######## matmul_sequencer ########
==> matmul_sequencer/wire_density.png <==
The die is cut into 23 by 23 equal tiles; black is low, pale yellow is high, scaled to the fullest tile. Values are wire area over tile area, all layers added.
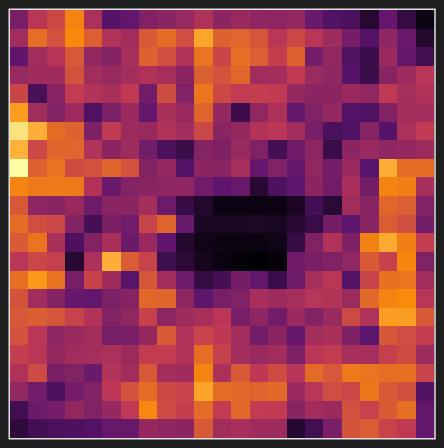

==> config.mk <==
export PLATFORM = sky130hd
export DESIGN_NAME = matmul_sequencer
export DESIGN_NICKNAME = d
export VERILOG_FILES = /design/src/rtl/npu_pkg.sv /design/src/rtl/matmul_sequencer_vec_gather.sv /design/src/rtl/matmul_sequencer.sv
export SDC_FILE = /design/constraint.sdc
export NUM_CORES = 1
export LEC_CHECK = 0
export CAP_MARGIN = 20
export CORE_AREA = 2 2 227 229
export CTS_BUF_LIST = sky130_fd_sc_hd__clkbuf_4 sky130_fd_sc_hd__clkbuf_8
export DETAILED_ROUTE_END_ITERATION = 8
export DIE_AREA = 0 0 229 231
export MAX_ROUTING_LAYER = met4
export PLACE_DENSITY_LB_ADDON = 0.05
export SLEW_MARGIN = 0
export SYNTH_ARGS = -nofsm -noshare
export SYNTH_HDL_FRONTEND = slang
export SYNTH_SLANG_ARGS = --single-unit
==> constraint.sdc <==
create_clock -name clk -period 2 [get_ports clk]
set_input_delay 0.4 -clock clk [delete_from_list [all_inputs] [get_ports clk]]
set_output_delay 0.4 -clock clk [all_outputs]
set_load 0.02 [all_outputs]
==> src/rtl/npu_pkg.sv <==
// rtl/npu_pkg.sv - shared element/accumulator widths and sequencer state encoding
package npu_pkg;

  localparam int ELEM_W          = 8;
  localparam int ACC_W           = 16;
  localparam int VEC_LEN_DEFAULT = 32;

  typedef enum logic [2:0] {
    IDLE,
    LOAD_A,
    LOAD_B,
    START,
    WAIT,
    WRITE,
    NEXT,
    DONE
  } seq_state_t;

endpackage

==> src/rtl/matmul_sequencer_vec_gather.sv <==
// rtl/matmul_sequencer_vec_gather.sv - vec_gather: sweeps one operand vector out of a 1-cycle-latency byte memory
module vec_gather
  import npu_pkg::*;
#(
  parameter int VEC_LEN = VEC_LEN_DEFAULT,
  parameter int AW      = 7
) (
  input  logic                              clk,
  input  logic                              rst_n,
  input  logic                              en,
  input  logic [AW-1:0]                     base,
  output logic [AW-1:0]                     addr,
  input  logic [ELEM_W-1:0]                 rdata,
  output logic [0:VEC_LEN-1][ELEM_W-1:0]    vec,
  output logic                              last
);

  localparam int KW = $clog2(VEC_LEN + 1);

  logic [KW-1:0] k;

  // The final cycle only collects the last element, so no address is issued and
  // the sweep never runs past base+VEC_LEN-1.
  assign last = en && (k == KW'(VEC_LEN));
  assign addr = (en && !last) ? base + AW'(k) : '0;

  // Elements shift in from the high-index end; after VEC_LEN captures element 0 sits at vec[0].
  always_ff @(posedge clk or negedge rst_n) begin
    if (!rst_n) begin
      k   <= '0;
      vec <= '0;
    end else if (en) begin
      if (k != '0) begin
        vec <= {vec[1:VEC_LEN-1], rdata};
      end
      k <= last ? '0 : k + 1'b1;
    end
  end

endmodule

==> src/rtl/matmul_sequencer.sv <==
// rtl/matmul_sequencer.sv - tiles C = A x B over one dot-product engine via start/done handshake
// Optional wait-for-done watchdog: DONE_TIMEOUT_EN
module matmul_sequencer
  import npu_pkg::*;
#(
  parameter int N           = 4,
  parameter int VEC_LEN     = VEC_LEN_DEFAULT,
  parameter int TIMEOUT_CYC = 1024
) (
  input  logic                             clk,
  input  logic                             rst_n,
  input  logic                             go,
  output logic                             busy,
  output logic                             done_all,
  output logic                             err,
  output logic [$clog2(N*VEC_LEN)-1:0]     a_raddr,
  input  logic [ELEM_W-1:0]                a_rdata,
  output logic [$clog2(N*VEC_LEN)-1:0]     b_raddr,
  input  logic [ELEM_W-1:0]                b_rdata,
  output logic [0:VEC_LEN-1][ELEM_W-1:0]   eng_a,
  output logic [0:VEC_LEN-1][ELEM_W-1:0]   eng_b,
  output logic                             eng_start,
  input  logic                             eng_done,
  input  logic [ACC_W-1:0]                 eng_c,
  output logic                             res_we,
  output logic [$clog2(N*N)-1:0]           res_waddr,
  output logic [ACC_W-1:0]                 res_wdata
);

  localparam int AW = $clog2(N*VEC_LEN);
  localparam int RW = $clog2(N*N);
  localparam int IW = (N > 1) ? $clog2(N) : 1;

  seq_state_t       state;
  seq_state_t       state_next;
  logic [IW-1:0]    i;
  logic [IW-1:0]    j;
  logic             armed;
  logic [ACC_W-1:0] c_q;
  logic             done_ok;
  logic             timed_out;
  logic             a_last;
  logic             b_last;
  logic [AW-1:0]    a_base;
  logic [AW-1:0]    b_base;

  // A done level left over from the previous result only counts once it has been seen low.
  assign done_ok = armed && eng_done;

  assign a_base = AW'(i * VEC_LEN);
  assign b_base = AW'(j * VEC_LEN);

  vec_gather #(.VEC_LEN(VEC_LEN), .AW(AW)) u_gather_a (
    .clk   (clk),
    .rst_n (rst_n),
    .en    (state == LOAD_A),
    .base  (a_base),
    .addr  (a_raddr),
    .rdata (a_rdata),
    .vec   (eng_a),
    .last  (a_last)
  );

  vec_gather #(.VEC_LEN(VEC_LEN), .AW(AW)) u_gather_b (
    .clk   (clk),
    .rst_n (rst_n),
    .en    (state == LOAD_B),
    .base  (b_base),
    .addr  (b_raddr),
    .rdata (b_rdata),
    .vec   (eng_b),
    .last  (b_last)
  );

`ifdef DONE_TIMEOUT_EN
  localparam int TW = $clog2(TIMEOUT_CYC + 1);

  logic [TW-1:0] wait_cnt;
  logic          err_q;

  assign timed_out = (state == WAIT) && !done_ok && (wait_cnt == TW'(TIMEOUT_CYC - 1));
  assign err       = err_q;

  always_ff @(posedge clk or negedge rst_n) begin
    if (!rst_n) begin
      wait_cnt <= '0;
      err_q    <= 1'b0;
    end else begin
      if (state == IDLE && go) begin
        err_q <= 1'b0;
      end else if (timed_out) begin
        err_q <= 1'b1;
      end
      wait_cnt <= (state == WAIT) ? wait_cnt + 1'b1 : '0;
    end
  end
`else
  assign timed_out = 1'b0;
  assign err       = 1'b0;
`endif

  always_ff @(posedge clk or negedge rst_n) begin
    if (!rst_n) begin
      state <= IDLE;
    end else begin
      state <= state_next;
    end
  end

  always_comb begin
    state_next = state;
    busy       = (state != IDLE);
    done_all   = 1'b0;
    eng_start  = 1'b0;
    res_we     = 1'b0;
    res_waddr  = '0;
    res_wdata  = '0;
    case (state)
      IDLE:   if (go) state_next = LOAD_A;
      LOAD_A: if (a_last) state_next = LOAD_B;
      LOAD_B: if (b_last) state_next = START;
      START: begin
        eng_start  = 1'b1;
        state_next = WAIT;
      end
      WAIT: begin
        if (done_ok) begin
          state_next = WRITE;
        end else if (timed_out) begin
          state_next = DONE;
        end
      end
      WRITE: begin
        res_we     = 1'b1;
        res_waddr  = RW'(i * N + j);
        res_wdata  = c_q;
        state_next = NEXT;
      end
      NEXT: begin
        if (j != IW'(N - 1)) begin
          state_next = LOAD_B;
        end else if (i != IW'(N - 1)) begin
          state_next = LOAD_A;
        end else begin
          state_next = DONE;
        end
      end
      DONE: begin
        done_all   = 1'b1;
        state_next = IDLE;
      end
      default: state_next = IDLE;
    endcase
  end

  always_ff @(posedge clk or negedge rst_n) begin
    if (!rst_n) begin
      i     <= '0;
      j     <= '0;
      armed <= 1'b0;
      c_q   <= '0;
    end else begin
      case (state)
        IDLE: begin
          if (go) begin
            i <= '0;
            j <= '0;
          end
        end
        START: armed <= 1'b0;
        WAIT: begin
          if (!eng_done) armed <= 1'b1;
          if (done_ok) c_q <= eng_c;
        end
        NEXT: begin
          if (j != IW'(N - 1)) begin
            j <= j + 1'b1;
          end else begin
            j <= '0;
            if (i != IW'(N - 1)) i <= i + 1'b1;
          end
        end
        default: ;
      endcase
    end
  end

endmodule

######## onehot_rr_arbiter ########
[config.mk]
export PLATFORM = sky130hd
export DESIGN_NAME = onehot_rr_arbiter
export DESIGN_NICKNAME = d
export VERILOG_FILES = /design/src/rtl/onehot_rr_arb_pkg.sv /design/src/rtl/rr_priority_pick.sv /design/src/rtl/onehot_rr_arbiter.sv
export SDC_FILE = /design/constraint.sdc
export NUM_CORES = 1
export LEC_CHECK = 0
export CORE_MARGIN = 2
export CORE_UTILIZATION = 35
export DETAILED_ROUTE_END_ITERATION = 6
export GPL_TIMING_DRIVEN = 1
export PLACE_DENSITY_LB_ADDON = 0.2
export REMOVE_ABC_BUFFERS = 1
export SLEW_MARGIN = 25
export SYNTH_ARGS = -nofsm -noshare
export SYNTH_HDL_FRONTEND = slang
export SYNTH_SLANG_ARGS = --single-unit
export TNS_END_PERCENT = 50
[constraint.sdc]
create_clock -name clk -period 1.8 [get_ports clk]
set_input_delay 0.36 -clock clk [delete_from_list [all_inputs] [get_ports clk]]
set_output_delay 0.36 -clock clk [all_outputs]
set_load 0.02 [all_outputs]
[src/rtl/onehot_rr_arb_pkg.sv]
// Shared types and helpers for the one-hot round-robin arbiter.
// Optional grant checker in the top is enabled by ONEHOT_RR_ARB_GRANT_CHECK_EN.
package onehot_rr_arb_pkg;

    typedef enum logic [1:0] {
        ARB_IDLE  = 2'd0,
        ARB_GRANT = 2'd1,
        ARB_GAP   = 2'd2
    } arb_state_t;

    localparam int ARB_MAX_REQ = 32;

    // Binary index of the lowest set bit; 0 for an all-zero vector.
    function automatic int unsigned onehot2idx(input logic [ARB_MAX_REQ-1:0] oh);
        int unsigned idx;
        idx = 0;
        for (int i = ARB_MAX_REQ - 1; i >= 0; i--) begin
            if (oh[i]) idx = i;
        end
        return idx;
    endfunction

endpackage

[src/rtl/rr_priority_pick.sv]
// Combinational round-robin pick: first set request above ptr, wrapping to bit 0.
// Built as a double-width masked priority encoder.
module rr_priority_pick #(
    parameter int NUM_REQ = 4,
    parameter int IDX_W   = $clog2(NUM_REQ)
) (
    input  logic [NUM_REQ-1:0]   req,
    input  logic [IDX_W-1:0]     ptr,
    output logic [NUM_REQ-1:0]   pick_onehot,
    output logic [IDX_W-1:0]     pick_idx,
    output logic                 pick_vld
);

    logic [NUM_REQ-1:0]   w_mask;
    logic [2*NUM_REQ-1:0] w_dbl;
    logic [2*NUM_REQ-1:0] w_iso;
    int                   w_pos;

    // Lower half holds requests above ptr, upper half the full vector for the wrap.
    always_comb begin
        w_mask = '0;
        for (int i = 0; i < NUM_REQ; i++) begin
            w_mask[i] = (i > int'(ptr));
        end
        w_dbl = {req, req & w_mask};
        w_iso = w_dbl & (~w_dbl + (2*NUM_REQ)'(1));
        w_pos = 0;
        for (int j = 2*NUM_REQ - 1; j >= 0; j--) begin
            if (w_dbl[j]) w_pos = j;
        end
    end

    assign pick_onehot = w_iso[2*NUM_REQ-1:NUM_REQ] | w_iso[NUM_REQ-1:0];
    assign pick_idx    = IDX_W'(w_pos % NUM_REQ);
    assign pick_vld    = |req;

endmodule

[src/rtl/onehot_rr_arbiter.sv]
// Round-robin arbiter with registered one-hot grant, 1-cycle turnaround gap and
// timeout preemption under contention. Macro ONEHOT_RR_ARB_GRANT_CHECK_EN adds a grant checker.
module onehot_rr_arbiter
    import onehot_rr_arb_pkg::*;
#(
    parameter int NUM_REQ  = 4,
    parameter int MAX_HOLD = 16
) (
    input  logic                        clk,
    input  logic                        reset,
    input  logic [NUM_REQ-1:0]          req,
    output logic [NUM_REQ-1:0]          grant,
    output logic                        grant_vld,
    output logic [$clog2(NUM_REQ)-1:0]  grant_idx,
    output logic                        preempt,
    output logic                        grant_err
);

    localparam int IDX_W = $clog2(NUM_REQ);
    localparam int CNT_W = $clog2(MAX_HOLD);

    arb_state_t           r_state;
    arb_state_t           w_state_nxt;
    logic [NUM_REQ-1:0]   r_grant;
    logic [NUM_REQ-1:0]   w_grant_nxt;
    logic [IDX_W-1:0]     r_grant_idx;
    logic [IDX_W-1:0]     w_grant_idx_nxt;
    logic                 r_grant_vld;
    logic                 r_preempt;
    logic                 w_preempt_nxt;
    logic [IDX_W-1:0]     r_ptr;
    logic [IDX_W-1:0]     w_ptr_nxt;
    logic [CNT_W-1:0]     r_hold_cnt;
    logic [CNT_W-1:0]     w_hold_nxt;

    logic [NUM_REQ-1:0]   w_pick_onehot;
    logic [IDX_W-1:0]     w_pick_idx;
    logic                 w_pick_vld;
    logic                 w_owner_req;
    logic                 w_others_req;
    logic                 w_timeout;

    rr_priority_pick #(
        .NUM_REQ (NUM_REQ),
        .IDX_W   (IDX_W)
    ) u_pick (
        .req         (req),
        .ptr         (r_ptr),
        .pick_onehot (w_pick_onehot),
        .pick_idx    (w_pick_idx),
        .pick_vld    (w_pick_vld)
    );

    assign w_owner_req  = |(req & r_grant);
    assign w_others_req = |(req & ~r_grant);
    assign w_timeout    = (r_hold_cnt == CNT_W'(MAX_HOLD - 1));

    always_ff @(posedge clk or posedge reset) begin
        if (reset) begin
            r_state     <= ARB_IDLE;
            r_grant     <= '0;
            r_grant_idx <= '0;
            r_grant_vld <= 1'b0;
            r_preempt   <= 1'b0;
            r_ptr       <= IDX_W'(NUM_REQ - 1);
            r_hold_cnt  <= '0;
        end else begin
            r_state     <= w_state_nxt;
            r_grant     <= w_grant_nxt;
            r_grant_idx <= w_grant_idx_nxt;
            r_grant_vld <= |w_grant_nxt;
            r_preempt   <= w_preempt_nxt;
            r_ptr       <= w_ptr_nxt;
            r_hold_cnt  <= w_hold_nxt;
        end
    end

    always_comb begin
        w_state_nxt = r_state;
        case (r_state)
            ARB_IDLE, ARB_GAP: w_state_nxt = w_pick_vld ? ARB_GRANT : ARB_IDLE;
            ARB_GRANT: begin
                if (!w_owner_req || (w_timeout && w_others_req)) w_state_nxt = ARB_GAP;
            end
            default: w_state_nxt = ARB_IDLE;
        endcase
    end

    // A release wins over a simultaneous timeout, so preempt only fires while the owner still requests.
    always_comb begin
        w_grant_nxt     = r_grant;
        w_grant_idx_nxt = r_grant_idx;
        w_ptr_nxt       = r_ptr;
        w_hold_nxt      = r_hold_cnt;
        w_preempt_nxt   = 1'b0;
        case (r_state)
            ARB_IDLE, ARB_GAP: begin
                w_grant_nxt     = w_pick_vld ? w_pick_onehot : '0;
                w_grant_idx_nxt = w_pick_vld ? w_pick_idx : '0;
                w_hold_nxt      = '0;
            end
            ARB_GRANT: begin
                if (!w_owner_req || (w_timeout && w_others_req)) begin
                    w_grant_nxt     = '0;
                    w_grant_idx_nxt = '0;
                    w_ptr_nxt       = r_grant_idx;
                    w_hold_nxt      = '0;
                    w_preempt_nxt   = w_owner_req;
                end else if (!w_timeout) begin
                    w_hold_nxt = r_hold_cnt + CNT_W'(1);
                end
            end
            default: begin
                w_grant_nxt     = '0;
                w_grant_idx_nxt = '0;
                w_hold_nxt      = '0;
            end
        endcase
    end

    assign grant     = r_grant;
    assign grant_vld = r_grant_vld;
    assign grant_idx = r_grant_idx;
    assign preempt   = r_preempt;

`ifdef ONEHOT_RR_ARB_GRANT_CHECK_EN
    logic r_grant_err;
    logic w_multi_hot;
    logic w_idx_bad;

    assign w_multi_hot = (r_grant & (r_grant - NUM_REQ'(1))) != '0;
    assign w_idx_bad   = r_grant_idx != IDX_W'(onehot2idx(ARB_MAX_REQ'(r_grant)));

    always_ff @(posedge clk or posedge reset) begin
        if (reset) begin
            r_grant_err <= 1'b0;
        end else if (w_multi_hot || w_idx_bad) begin
            r_grant_err <= 1'b1;
        end
    end

    assign grant_err = r_grant_err;
`else
    assign grant_err = 1'b0;
`endif

endmodule

######## mux_scan_n ########
--- src/rtl/mux_scan_n.sv ---
// Registered N-channel mux with host-loaded or round-robin select.
// Data and reported index are registered together so they stay coherent.
module mux_scan_n #(
  parameter int WIDTH    = 8,
  parameter int CHANNELS = 8,
  parameter int SEL_W    = 3,
  parameter int DWELL    = 100000000,
  parameter int DWELL_W  = 27
) (
  input  logic                      clk,
  input  logic                      rst_n,
  input  logic [CHANNELS*WIDTH-1:0] i,
  input  logic [SEL_W-1:0]          sel_in,
  input  logic                      sel_load,
  input  logic                      auto_en,
  input  logic                      hold,
  output logic [WIDTH-1:0]          o,
  output logic [SEL_W-1:0]          o_sel,
  output logic                      o_valid,
  output logic                      step,
  output logic                      sel_err
);

  typedef enum logic [1:0] {
    MANUAL = 2'd0,
    AUTO   = 2'd1,
    PAUSE  = 2'd2
  } state_t;

  localparam logic [SEL_W:0]     CH_N     = (SEL_W+1)'(CHANNELS);
  localparam logic [SEL_W-1:0]   SEL_LAST = SEL_W'(CHANNELS-1);
  localparam logic [DWELL_W-1:0] CNT_LAST = DWELL_W'(DWELL-1);

  state_t                       state;
  logic [SEL_W-1:0]             cur_sel;
  logic [DWELL_W-1:0]           cnt;
  logic [CHANNELS-1:0][WIDTH-1:0] ch;
  logic                         load_ok;
  logic                         load_bad;

  assign ch       = i;
  assign load_ok  = sel_load && ({1'b0, sel_in} < CH_N);
  assign load_bad = sel_load && !load_ok;

  // A legal load is applied last so it overrides a same-cycle dwell expiry.
  always_ff @(posedge clk or negedge rst_n) begin
    if (!rst_n) begin
      state   <= MANUAL;
      cur_sel <= '0;
      cnt     <= '0;
    end else begin
      unique case (state)
        MANUAL: begin
          cnt <= '0;
          if (auto_en) state <= AUTO;
        end
        AUTO: begin
          if (!auto_en) begin
            state <= MANUAL;
            cnt   <= '0;
          end else if (hold) begin
            state <= PAUSE;
          end else if (cnt == CNT_LAST) begin
            cnt     <= '0;
            cur_sel <= (cur_sel == SEL_LAST) ? '0 : cur_sel + 1'b1;
          end else begin
            cnt <= cnt + 1'b1;
          end
        end
        PAUSE: begin
          if (!auto_en) begin
            state <= MANUAL;
            cnt   <= '0;
          end else if (!hold) begin
            state <= AUTO;
          end
        end
        default: begin
          state <= MANUAL;
          cnt   <= '0;
        end
      endcase
      if (load_ok) begin
        cur_sel <= sel_in;
        cnt     <= '0;
      end
    end
  end

  always_ff @(posedge clk or negedge rst_n) begin
    if (!rst_n) begin
      o       <= '0;
      o_sel   <= '0;
      o_valid <= 1'b0;
      step    <= 1'b0;
      sel_err <= 1'b0;
    end else begin
      o       <= ch[cur_sel];
      o_sel   <= cur_sel;
      o_valid <= 1'b1;
      step    <= (cur_sel != o_sel);
      sel_err <= load_bad;
    end
  end

endmodule

--- config.mk ---
export PLATFORM = sky130hd
export DESIGN_NAME = mux_scan_n
export DESIGN_NICKNAME = d
export VERILOG_FILES = /design/src/rtl/mux_scan_n.sv
export SDC_FILE = /design/constraint.sdc
export NUM_CORES = 1
export LEC_CHECK = 0
export ABC_AREA = 1
export CAP_MARGIN = 20
export CORE_ASPECT_RATIO = 1.1
export CORE_UTILIZATION = 35
export DETAILED_ROUTE_END_ITERATION = 8
export HOLD_SLACK_MARGIN = 0.1
export SYNTH_ARGS = -nofsm -noshare
export SYNTH_HDL_FRONTEND = slang
export SYNTH_SLANG_ARGS = --single-unit
--- constraint.sdc ---
create_clock -name clk -period 1.75 [get_ports clk]
set_input_delay 0.175 -clock clk [delete_from_list [all_inputs] [get_ports clk]]
set_output_delay 0.175 -clock clk [all_outputs]
set_load 0.02 [all_outputs]
######## uart_apb_regs ########
### src/rtl/uart_apb_pkg.sv
// Shared register map, STATUS/CTRL bit positions and FSM state type for the UART APB front-end.
package uart_apb_pkg;

    localparam logic [2:0] REG_DATA   = 3'd0;
    localparam logic [2:0] REG_STATUS = 3'd1;
    localparam logic [2:0] REG_CTRL   = 3'd2;

    localparam int unsigned ST_RX_EMPTY = 0;
    localparam int unsigned ST_TX_FULL  = 1;
    localparam int unsigned ST_BUSY     = 2;
    localparam int unsigned ST_UART_IRQ = 3;
    localparam int unsigned ST_RXUNDER  = 4;
    localparam int unsigned ST_TXDROP   = 5;

    localparam int unsigned CTRL_RX_IE  = 0;
    localparam int unsigned CTRL_ERR_IE = 1;

    typedef enum logic {
        S_IDLE  = 1'b0,
        S_STALL = 1'b1
    } apb_state_t;

endpackage

### src/rtl/uart_apb_stall_timer.sv
// Wait-state counter for TX-full stalls: clear has priority, counts on enable,
// saturates at STALL_MAX and flags expiry there.
module uart_apb_stall_timer #(
    parameter int unsigned STALL_MAX = 1023
) (
    input  logic clk,
    input  logic rst,
    input  logic i_clear,
    input  logic i_enable,
    output logic o_expire
);
    import uart_apb_pkg::*;

    localparam int unsigned CNT_W = $clog2(STALL_MAX + 1);

    logic [CNT_W-1:0] r_count;

    assign o_expire = (r_count == CNT_W'(STALL_MAX));

    always_ff @(posedge clk or posedge rst) begin
        if (rst) begin
            r_count <= '0;
        end else if (i_clear) begin
            r_count <= '0;
        end else if (i_enable && !o_expire) begin
            r_count <= r_count + CNT_W'(1);
        end
    end

endmodule

### src/rtl/uart_apb_regs.sv
// APB3 register front-end for the UART FIFO block: DATA push/pop, STATUS with W1C sticky flags,
// optional CTRL/interrupt enables when UART_APB_IRQ_EN is defined.
module uart_apb_regs #(
    parameter int unsigned DATA_W    = 16,
    parameter int unsigned ADDR_W    = 4,
    parameter int unsigned STALL_MAX = 1023
) (
    input  logic              clk,
    input  logic              rst,
    input  logic              S_PSEL,
    input  logic              S_PENABLE,
    input  logic              S_PWRITE,
    input  logic [ADDR_W-1:0] S_PADDR,
    input  logic [DATA_W-1:0] S_PWDATA,
    output logic [DATA_W-1:0] S_PRDATA,
    output logic              S_PREADY,
    output logic              S_PSLVERR,
    output logic [7:0]        tx_byte,
    output logic              transmit,
    input  logic              tx_fifo_full,
    input  logic [7:0]        rx_byte,
    output logic              rx_fifo_pop,
    input  logic              rx_fifo_empty,
    input  logic              uart_busy,
    input  logic              uart_irq,
    output logic              irq
);
    import uart_apb_pkg::*;

    apb_state_t        r_state;
    apb_state_t        w_state_nxt;
    logic              r_rxunder;
    logic              r_txdrop;
    logic              r_irq;
    logic              w_access;
    logic [2:0]        w_sel;
    logic [DATA_W-1:0] w_status;
    logic [DATA_W-1:0] w_ctrl_rd;
    logic              w_timer_en;
    logic              w_timer_clr;
    logic              w_expire;
    logic              w_set_rxunder;
    logic              w_set_txdrop;
    logic              w_status_we;
    logic              w_ctrl_we;
    logic              w_unused;

    // Reset also gates the access qualifier so every combinational output is 0 while rst is high.
    assign w_access = S_PSEL & S_PENABLE & ~rst;
    assign w_sel    = S_PADDR[3:1];
    assign irq      = r_irq;
    assign tx_byte  = transmit ? S_PWDATA[7:0] : '0;

    always_comb begin
        w_status              = '0;
        w_status[ST_RX_EMPTY] = rx_fifo_empty;
        w_status[ST_TX_FULL]  = tx_fifo_full;
        w_status[ST_BUSY]     = uart_busy;
        w_status[ST_UART_IRQ] = uart_irq;
        w_status[ST_RXUNDER]  = r_rxunder;
        w_status[ST_TXDROP]   = r_txdrop;
    end

    uart_apb_stall_timer #(
        .STALL_MAX(STALL_MAX)
    ) u_stall_timer (
        .clk     (clk),
        .rst     (rst),
        .i_clear (w_timer_clr),
        .i_enable(w_timer_en),
        .o_expire(w_expire)
    );

    // Clearing whenever the FSM heads to IDLE guarantees a fresh count for back-to-back stalls.
    assign w_timer_clr = (w_state_nxt == S_IDLE);

    always_ff @(posedge clk or posedge rst) begin
        if (rst) begin
            r_state <= S_IDLE;
        end else begin
            r_state <= w_state_nxt;
        end
    end

    always_comb begin
        w_state_nxt   = r_state;
        S_PREADY      = 1'b0;
        S_PSLVERR     = 1'b0;
        S_PRDATA      = '0;
        transmit      = 1'b0;
        rx_fifo_pop   = 1'b0;
        w_timer_en    = 1'b0;
        w_set_rxunder = 1'b0;
        w_set_txdrop  = 1'b0;
        w_status_we   = 1'b0;
        w_ctrl_we     = 1'b0;
        case (r_state)
            S_IDLE: begin
                if (w_access) begin
                    if (S_PWRITE && (w_sel == REG_DATA)) begin
                        if (tx_fifo_full) begin
                            w_timer_en  = 1'b1;
                            w_state_nxt = S_STALL;
                        end else begin
                            S_PREADY = 1'b1;
                            transmit = 1'b1;
                        end
                    end else begin
                        S_PREADY = 1'b1;
                        if (S_PWRITE) begin
                            w_status_we = (w_sel == REG_STATUS);
                            w_ctrl_we   = (w_sel == REG_CTRL);
                        end else begin
                            case (w_sel)
                                REG_DATA: begin
                                    if (!rx_fifo_empty) begin
                                        S_PRDATA    = {{(DATA_W-8){1'b0}}, rx_byte};
                                        rx_fifo_pop = 1'b1;
                                    end else begin
                                        w_set_rxunder = 1'b1;
                                    end
                                end
                                REG_STATUS: S_PRDATA = w_status;
                                REG_CTRL:   S_PRDATA = w_ctrl_rd;
                                default:    S_PRDATA = '0;
                            endcase
                        end
                    end
                end
            end
            S_STALL: begin
                // A freeing FIFO wins over an expiry landing on the same cycle.
                if (!w_access) begin
                    w_state_nxt = S_IDLE;
                end else if (!tx_fifo_full) begin
                    S_PREADY    = 1'b1;
                    transmit    = 1'b1;
                    w_state_nxt = S_IDLE;
                end else if (w_expire) begin
                    S_PREADY     = 1'b1;
                    S_PSLVERR    = 1'b1;
                    w_set_txdrop = 1'b1;
                    w_state_nxt  = S_IDLE;
                end else begin
                    w_timer_en = 1'b1;
                end
            end
            default: w_state_nxt = S_IDLE;
        endcase
    end

    always_ff @(posedge clk or posedge rst) begin
        if (rst) begin
            r_rxunder <= 1'b0;
            r_txdrop  <= 1'b0;
        end else begin
            r_rxunder <= w_set_rxunder | (r_rxunder & ~(w_status_we & S_PWDATA[ST_RXUNDER]));
            r_txdrop  <= w_set_txdrop  | (r_txdrop  & ~(w_status_we & S_PWDATA[ST_TXDROP]));
        end
    end

`ifdef UART_APB_IRQ_EN
    logic [1:0] r_ctrl;

    assign w_ctrl_rd = {{(DATA_W-2){1'b0}}, r_ctrl};
    assign w_unused  = ^{S_PWDATA[DATA_W-1:8], S_PADDR[0]};

    always_ff @(posedge clk or posedge rst) begin
        if (rst) begin
            r_ctrl <= '0;
            r_irq  <= 1'b0;
        end else begin
            if (w_ctrl_we) begin
                r_ctrl <= S_PWDATA[1:0];
            end
            r_irq <= (r_ctrl[CTRL_RX_IE] & ~rx_fifo_empty)
                   | (r_ctrl[CTRL_ERR_IE] & (r_rxunder | r_txdrop))
                   | (r_ctrl[CTRL_RX_IE] & uart_irq);
        end
    end
`else
    assign w_ctrl_rd = '0;
    assign w_unused  = ^{S_PWDATA[DATA_W-1:8], S_PADDR[0], w_ctrl_we};

    always_ff @(posedge clk or posedge rst) begin
        if (rst) begin
            r_irq <= 1'b0;
        end else begin
            r_irq <= uart_irq;
        end
    end
`endif

endmodule

### config.mk
export PLATFORM = sky130hd
export DESIGN_NAME = uart_apb_regs
export DESIGN_NICKNAME = d
export VERILOG_FILES = /design/src/rtl/uart_apb_pkg.sv /design/src/rtl/uart_apb_stall_timer.sv /design/src/rtl/uart_apb_regs.sv
export SDC_FILE = /design/constraint.sdc
export NUM_CORES = 1
export LEC_CHECK = 0
export ABC_CLOCK_PERIOD_IN_PS = 2600
export CORE_ASPECT_RATIO = 0.7
export CORE_UTILIZATION = 39
export CTS_BUF_LIST = sky130_fd_sc_hd__clkbuf_4 sky130_fd_sc_hd__clkbuf_8
export DETAILED_ROUTE_END_ITERATION = 10
export GPL_TIMING_DRIVEN = 0
export PLACE_DENSITY = 0.81
export SETUP_SLACK_MARGIN = 0.15
export SLEW_MARGIN = 20
export SYNTH_ARGS = -nofsm -noshare
export SYNTH_HDL_FRONTEND = slang
export SYNTH_HIERARCHICAL = 1
export SYNTH_SLANG_ARGS = --single-unit
export TNS_END_PERCENT = 5
### constraint.sdc
create_clock -name clk -period 2.6 [get_ports clk]
set_clock_uncertainty 0.15 [all_clocks]
set_input_delay 0.39 -clock clk [delete_from_list [all_inputs] [get_ports clk]]
set_output_delay 0.39 -clock clk [all_outputs]
set_load 0.1 [all_outputs]
==> onehot_rr_arbiter/cell_classes.png <==
Bar = 20 µm. Fill, decap, tap and diode cells in gray.
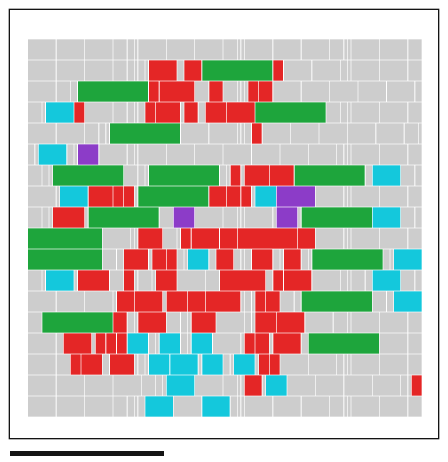
legend:
  flip-flops:
    color: green
    cells: 16
  all other logic:
    color: red
    cells: 69
  other buffers and delay cells:
    color: cyan
    cells: 22
  clock drivers and dummy loads:
    color: purple
    cells: 4

==> results.sh, onehot_rr_arbiter <==
# yosys + openroad results
export IMPL_synth_cell_types=39
export IMPL_worstSkewPairLatency_ps=280
export IMPL_critPathLaunch="grant[3]"
export IMPL_async_flop_share_pct=100.0
export IMPL_gp_congestion=0.8114
export IMPL_log_warning_count=25
export IMPL_pwr_share_comb_pct=43.4
export IMPL_cts_tree="yes"
export IMPL_synth_adder_area_share_pct=1.351
export IMPL_signal_buffers=22
export IMPL_slew_viol_final=0
export IMPL_seq_cell_count=16
export IMPL_cts_sinks=16
export IMPL_nonClkBufAreaFrac_pct=17.23
export IMPL_crit_cells=1
export IMPL_syn_to_final_growth_pct=23.92
export IMPL_rrSetupSlack_ps=120
export IMPL_io_buffer_count=13
export IMPL_fin_skew_ps=3.217
export IMPL_final_nets=119
export IMPL_crit_slowest_cell="clkdlybuf4s50_1"
export IMPL_outcome="finished, final reports clean"
export IMPL_powerClk_uw=228
export IMPL_tns_ps=0
export IMPL_dominant_cells="multi-input combinational cells"
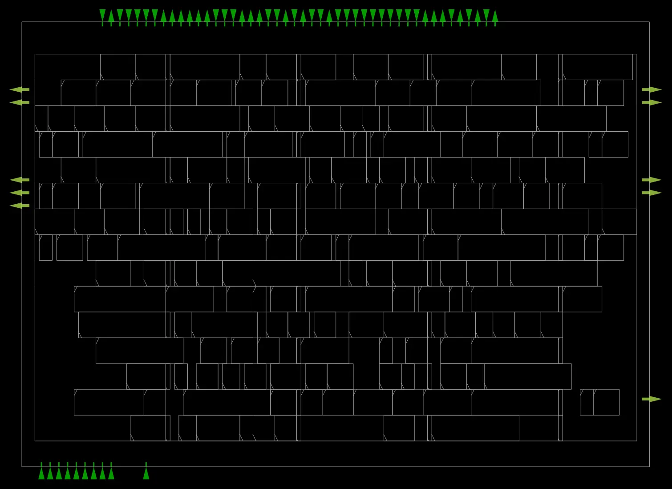
(uart_apb_regs/final_placement.png)
num sequential: 14
sequential portion of the cell area: 17.36%
n_taps: 34
Non-Filler Instances: 228

==> uart_apb_regs/cell_classes.png <==
Bar = 20 µm. Fill, decap, tap and diode cells in gray.
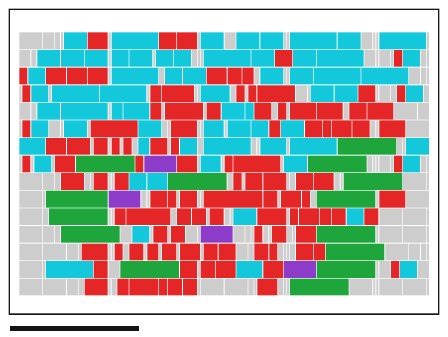
legend:
  clock drivers and dummy loads:
    color: purple
    cells: 4
  flip-flops:
    color: green
    cells: 14
  other buffers and delay cells:
    color: cyan
    cells: 67
  all other logic:
    color: red
    cells: 109

==> results.sh, uart_apb_regs <==
# yosys + openroad results
export IMPL_cts_tree="yes"
export IMPL_crit_path_end_kind="primary output"
export IMPL_crit_family="simple AND/OR/NAND/NOR gates"
export IMPL_worst_r2r_cell_count=10
export IMPL_nonClkBufAreaFrac_pct=37.31
export IMPL_rsz0062_at_grt="true"
export IMPL_grtUsageMet2_pct=45.10
export IMPL_syn_inst=130
export IMPL_post_cts_resized=162
export IMPL_yosys_area_top_type="dfrtp_1"
export IMPL_cts_buffer_depth=2
export IMPL_timing_slew_headroom_pct=35.89
export IMPL_ant_nets=0
export IMPL_drc=0
export IMPL_outcome="finished, final reports clean"
export IMPL_io_buffer_count=48
export IMPL_fp_util_pct=43.43
export IMPL_signal_buffers=67
export IMPL_mux_share_pct=1.001
export IMPL_synth_adder_area_share_pct=1.112
export IMPL_arrival_ps=1950
export IMPL_whs_ps=33.60
export IMPL_final_nets=233
export IMPL_die_h_um=46.93
export IMPL_drtPass1Iterations=4
export IMPL_flop_cell="dfrtp_1"
export IMPL_path_class="primary input to primary output"
export IMPL_clock_area_share_pct=2.718
export IMPL_worst_pin_slew_ps=958.6
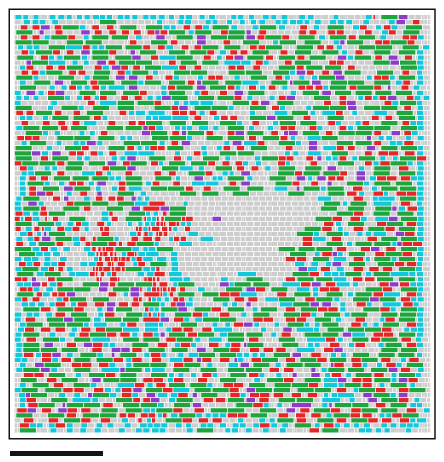
(matmul_sequencer/cell_classes.png)
Bar = 50 µm. Fill, decap, tap and diode cells in gray.
legend:
  other buffers and delay cells:
    color: cyan
    cells: 773
  clock drivers and dummy loads:
    color: purple
    cells: 163
  flip-flops:
    color: green
    cells: 548
  all other logic:
    color: red
    cells: 667

==> matmul_sequencer/met1.png <==
Supply wires on this layer in gray.
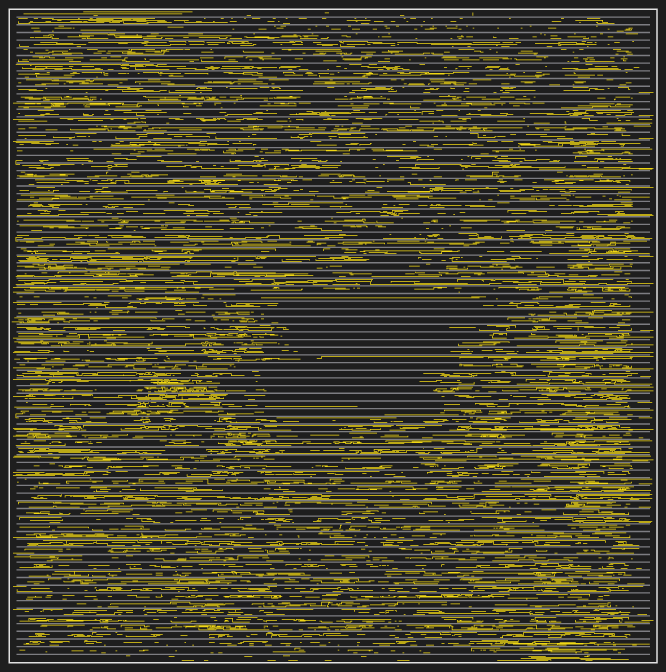
wire length on this layer: 26.0 mm
longest straight run: 118 µm

Notes on matmul_sequencer/wire_density.png above:
tiles over half the peak: 33%
nearly empty tiles: 0.60%
emptiest ninth of the die: middle
fullest tile: 0.45
mean over tiles: 0.19

==> results.sh, matmul_sequencer <==
# yosys + openroad results
export IMPL_rows=83
export IMPL_grtUsageMet3_pct=7.288
export IMPL_nonClkBufAreaFrac_pct=25.09
export IMPL_grt_start_max_net_pins=63
export IMPL_r2r_end="u_gather_a.vec[97]"
export IMPL_mux_share_pct=28.34
export IMPL_synth_edff_count=0
export IMPL_grt_pass1_vias=14230
export IMPL_ys_sh_simple_pct=2.254
export IMPL_yosys_area_top_type="dfrtp_1"
export IMPL_critPathLaunch="u_gather_b.k[1]"
export IMPL_startpoint_type="flip-flop"
export IMPL_top_power_group="sequential cells"
export IMPL_nonClockInverterCount=10
export IMPL_wl_met1_um=25970
export IMPL_fin_ws_ps=-370.1
export IMPL_grt_overflow_total=0
export IMPL_numSynthFlops=548
export IMPL_signal_buffers=773
export IMPL_diodes=0
export IMPL_violations="negative setup slack"
export IMPL_yosysWarnings=0
export IMPL_io_buffer_count=585
export IMPL_cp_required_ps=1600
export IMPL_rsz0062_at_grt="true"
export IMPL_path_class="flip-flop to primary output"
export IMPL_crit_family="simple AND/OR/NAND/NOR gates"
export IMPL_nWellTaps=680
export IMPL_antenna_found_initial=0
export IMPL_finalSetupViolCount=710
export IMPL_drive_gt1_share_pct=43.89
export IMPL_fp_nets=1325
export IMPL_wl_met3_um=4415
export IMPL_regArea_um2=13710
export IMPL_seq_power_mw=11.8
export IMPL_final_nets=2127
export IMPL_worstSkewPairLatency_ps=650
export IMPL_gp_congestion=0.8333
export IMPL_post_cts_buffers=32
export IMPL_post_route_util_pct=64.63
export IMPL_outcome="finished, violations left"
export IMPL_wl_met2_um=30250
export IMPL_crit_path_end_kind="primary output"
export IMPL_worst_r2r_cell_count=12
==> mux_scan_n/wire_density.png <==
The die is cut into 18 by 20 equal tiles; black is low, pale yellow is high, scaled to the fullest tile. Values are wire area over tile area, all layers added.
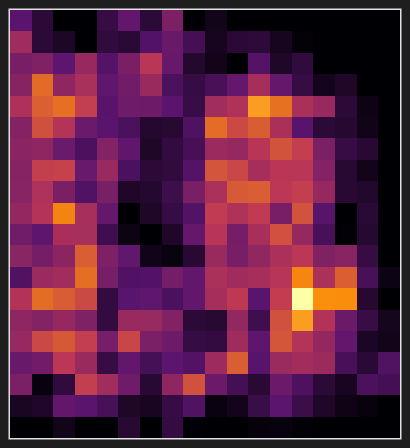
fullest tile: 0.53
emptiest ninth of the die: top right
tiles over half the peak: 13%
nearly empty tiles: 14%
mean over tiles: 0.14
densest ninth of the die: left middle

==> results.sh, mux_scan_n <==
# yosys + openroad results
export IMPL_outcome="finished, final reports clean"
export IMPL_rsz0062_at_grt="false"
export IMPL_ys_chip_area_um2=2972
export IMPL_power_internal_mw=1.882
export IMPL_finalSetupViolCount=0
export IMPL_top_power_group="sequential cells"
export IMPL_wl_met3_um=524
export IMPL_period_used_pct=90.44
export IMPL_yosysTopAreaCellShare_pct=37.89
export IMPL_comb_area_um2=1565
export IMPL_post_route_util_pct=50.40
export IMPL_numSynthFlops=45
export IMPL_fin_cells=652
export IMPL_crit_family="simple AND/OR/NAND/NOR gates"
export IMPL_signal_buffers=101
export IMPL_comb_area_share_pct=38.42
export IMPL_path_class="flip-flop to flip-flop"
export IMPL_power_per_cell_area_nw_per_um2=677.4
export IMPL_whs_ps=373.2
export IMPL_fp_util_pct=36.76
export IMPL_drtPass1Iterations=4
export IMPL_top_register="cnt"
export IMPL_hold_viol_final=0
export IMPL_yosys_area_top_type="dfrtp_1"
export IMPL_syn_to_final_growth_pct=37.09


==> gallery <==
Signal wires by layer.
picture 1
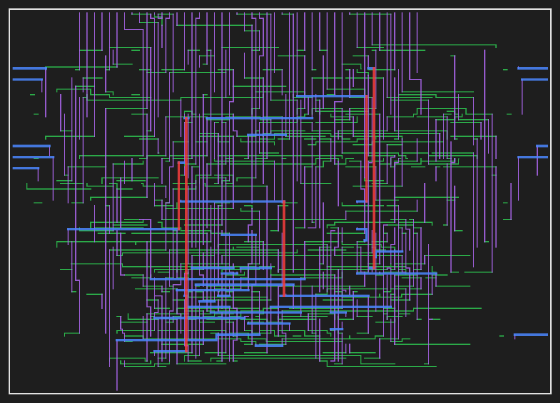
picture 2
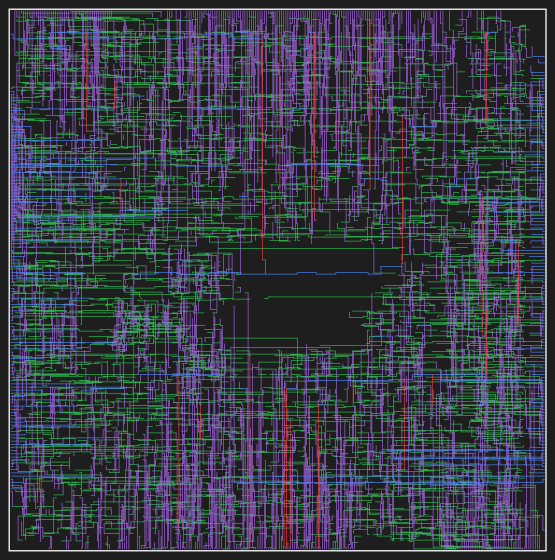
picture 3
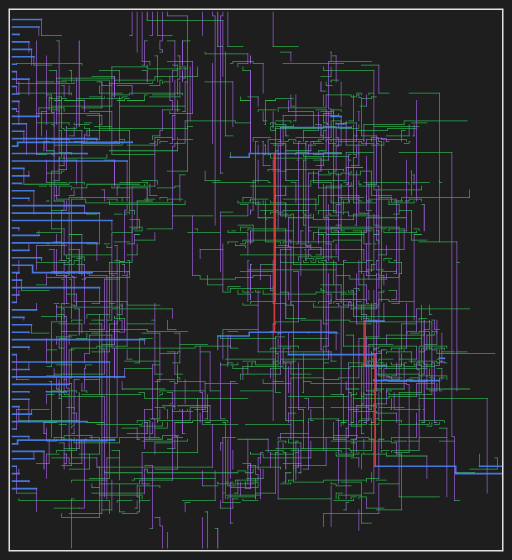
picture 4
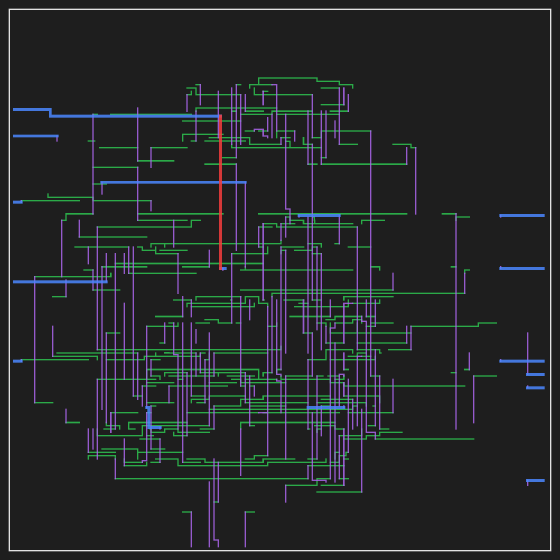
picture 4 -> onehot_rr_arbiter
picture 2 -> matmul_sequencer
picture 3 -> mux_scan_n
picture 1 -> uart_apb_regs
The one with the least wire is picture 4.
The one with the most wire is picture 2.

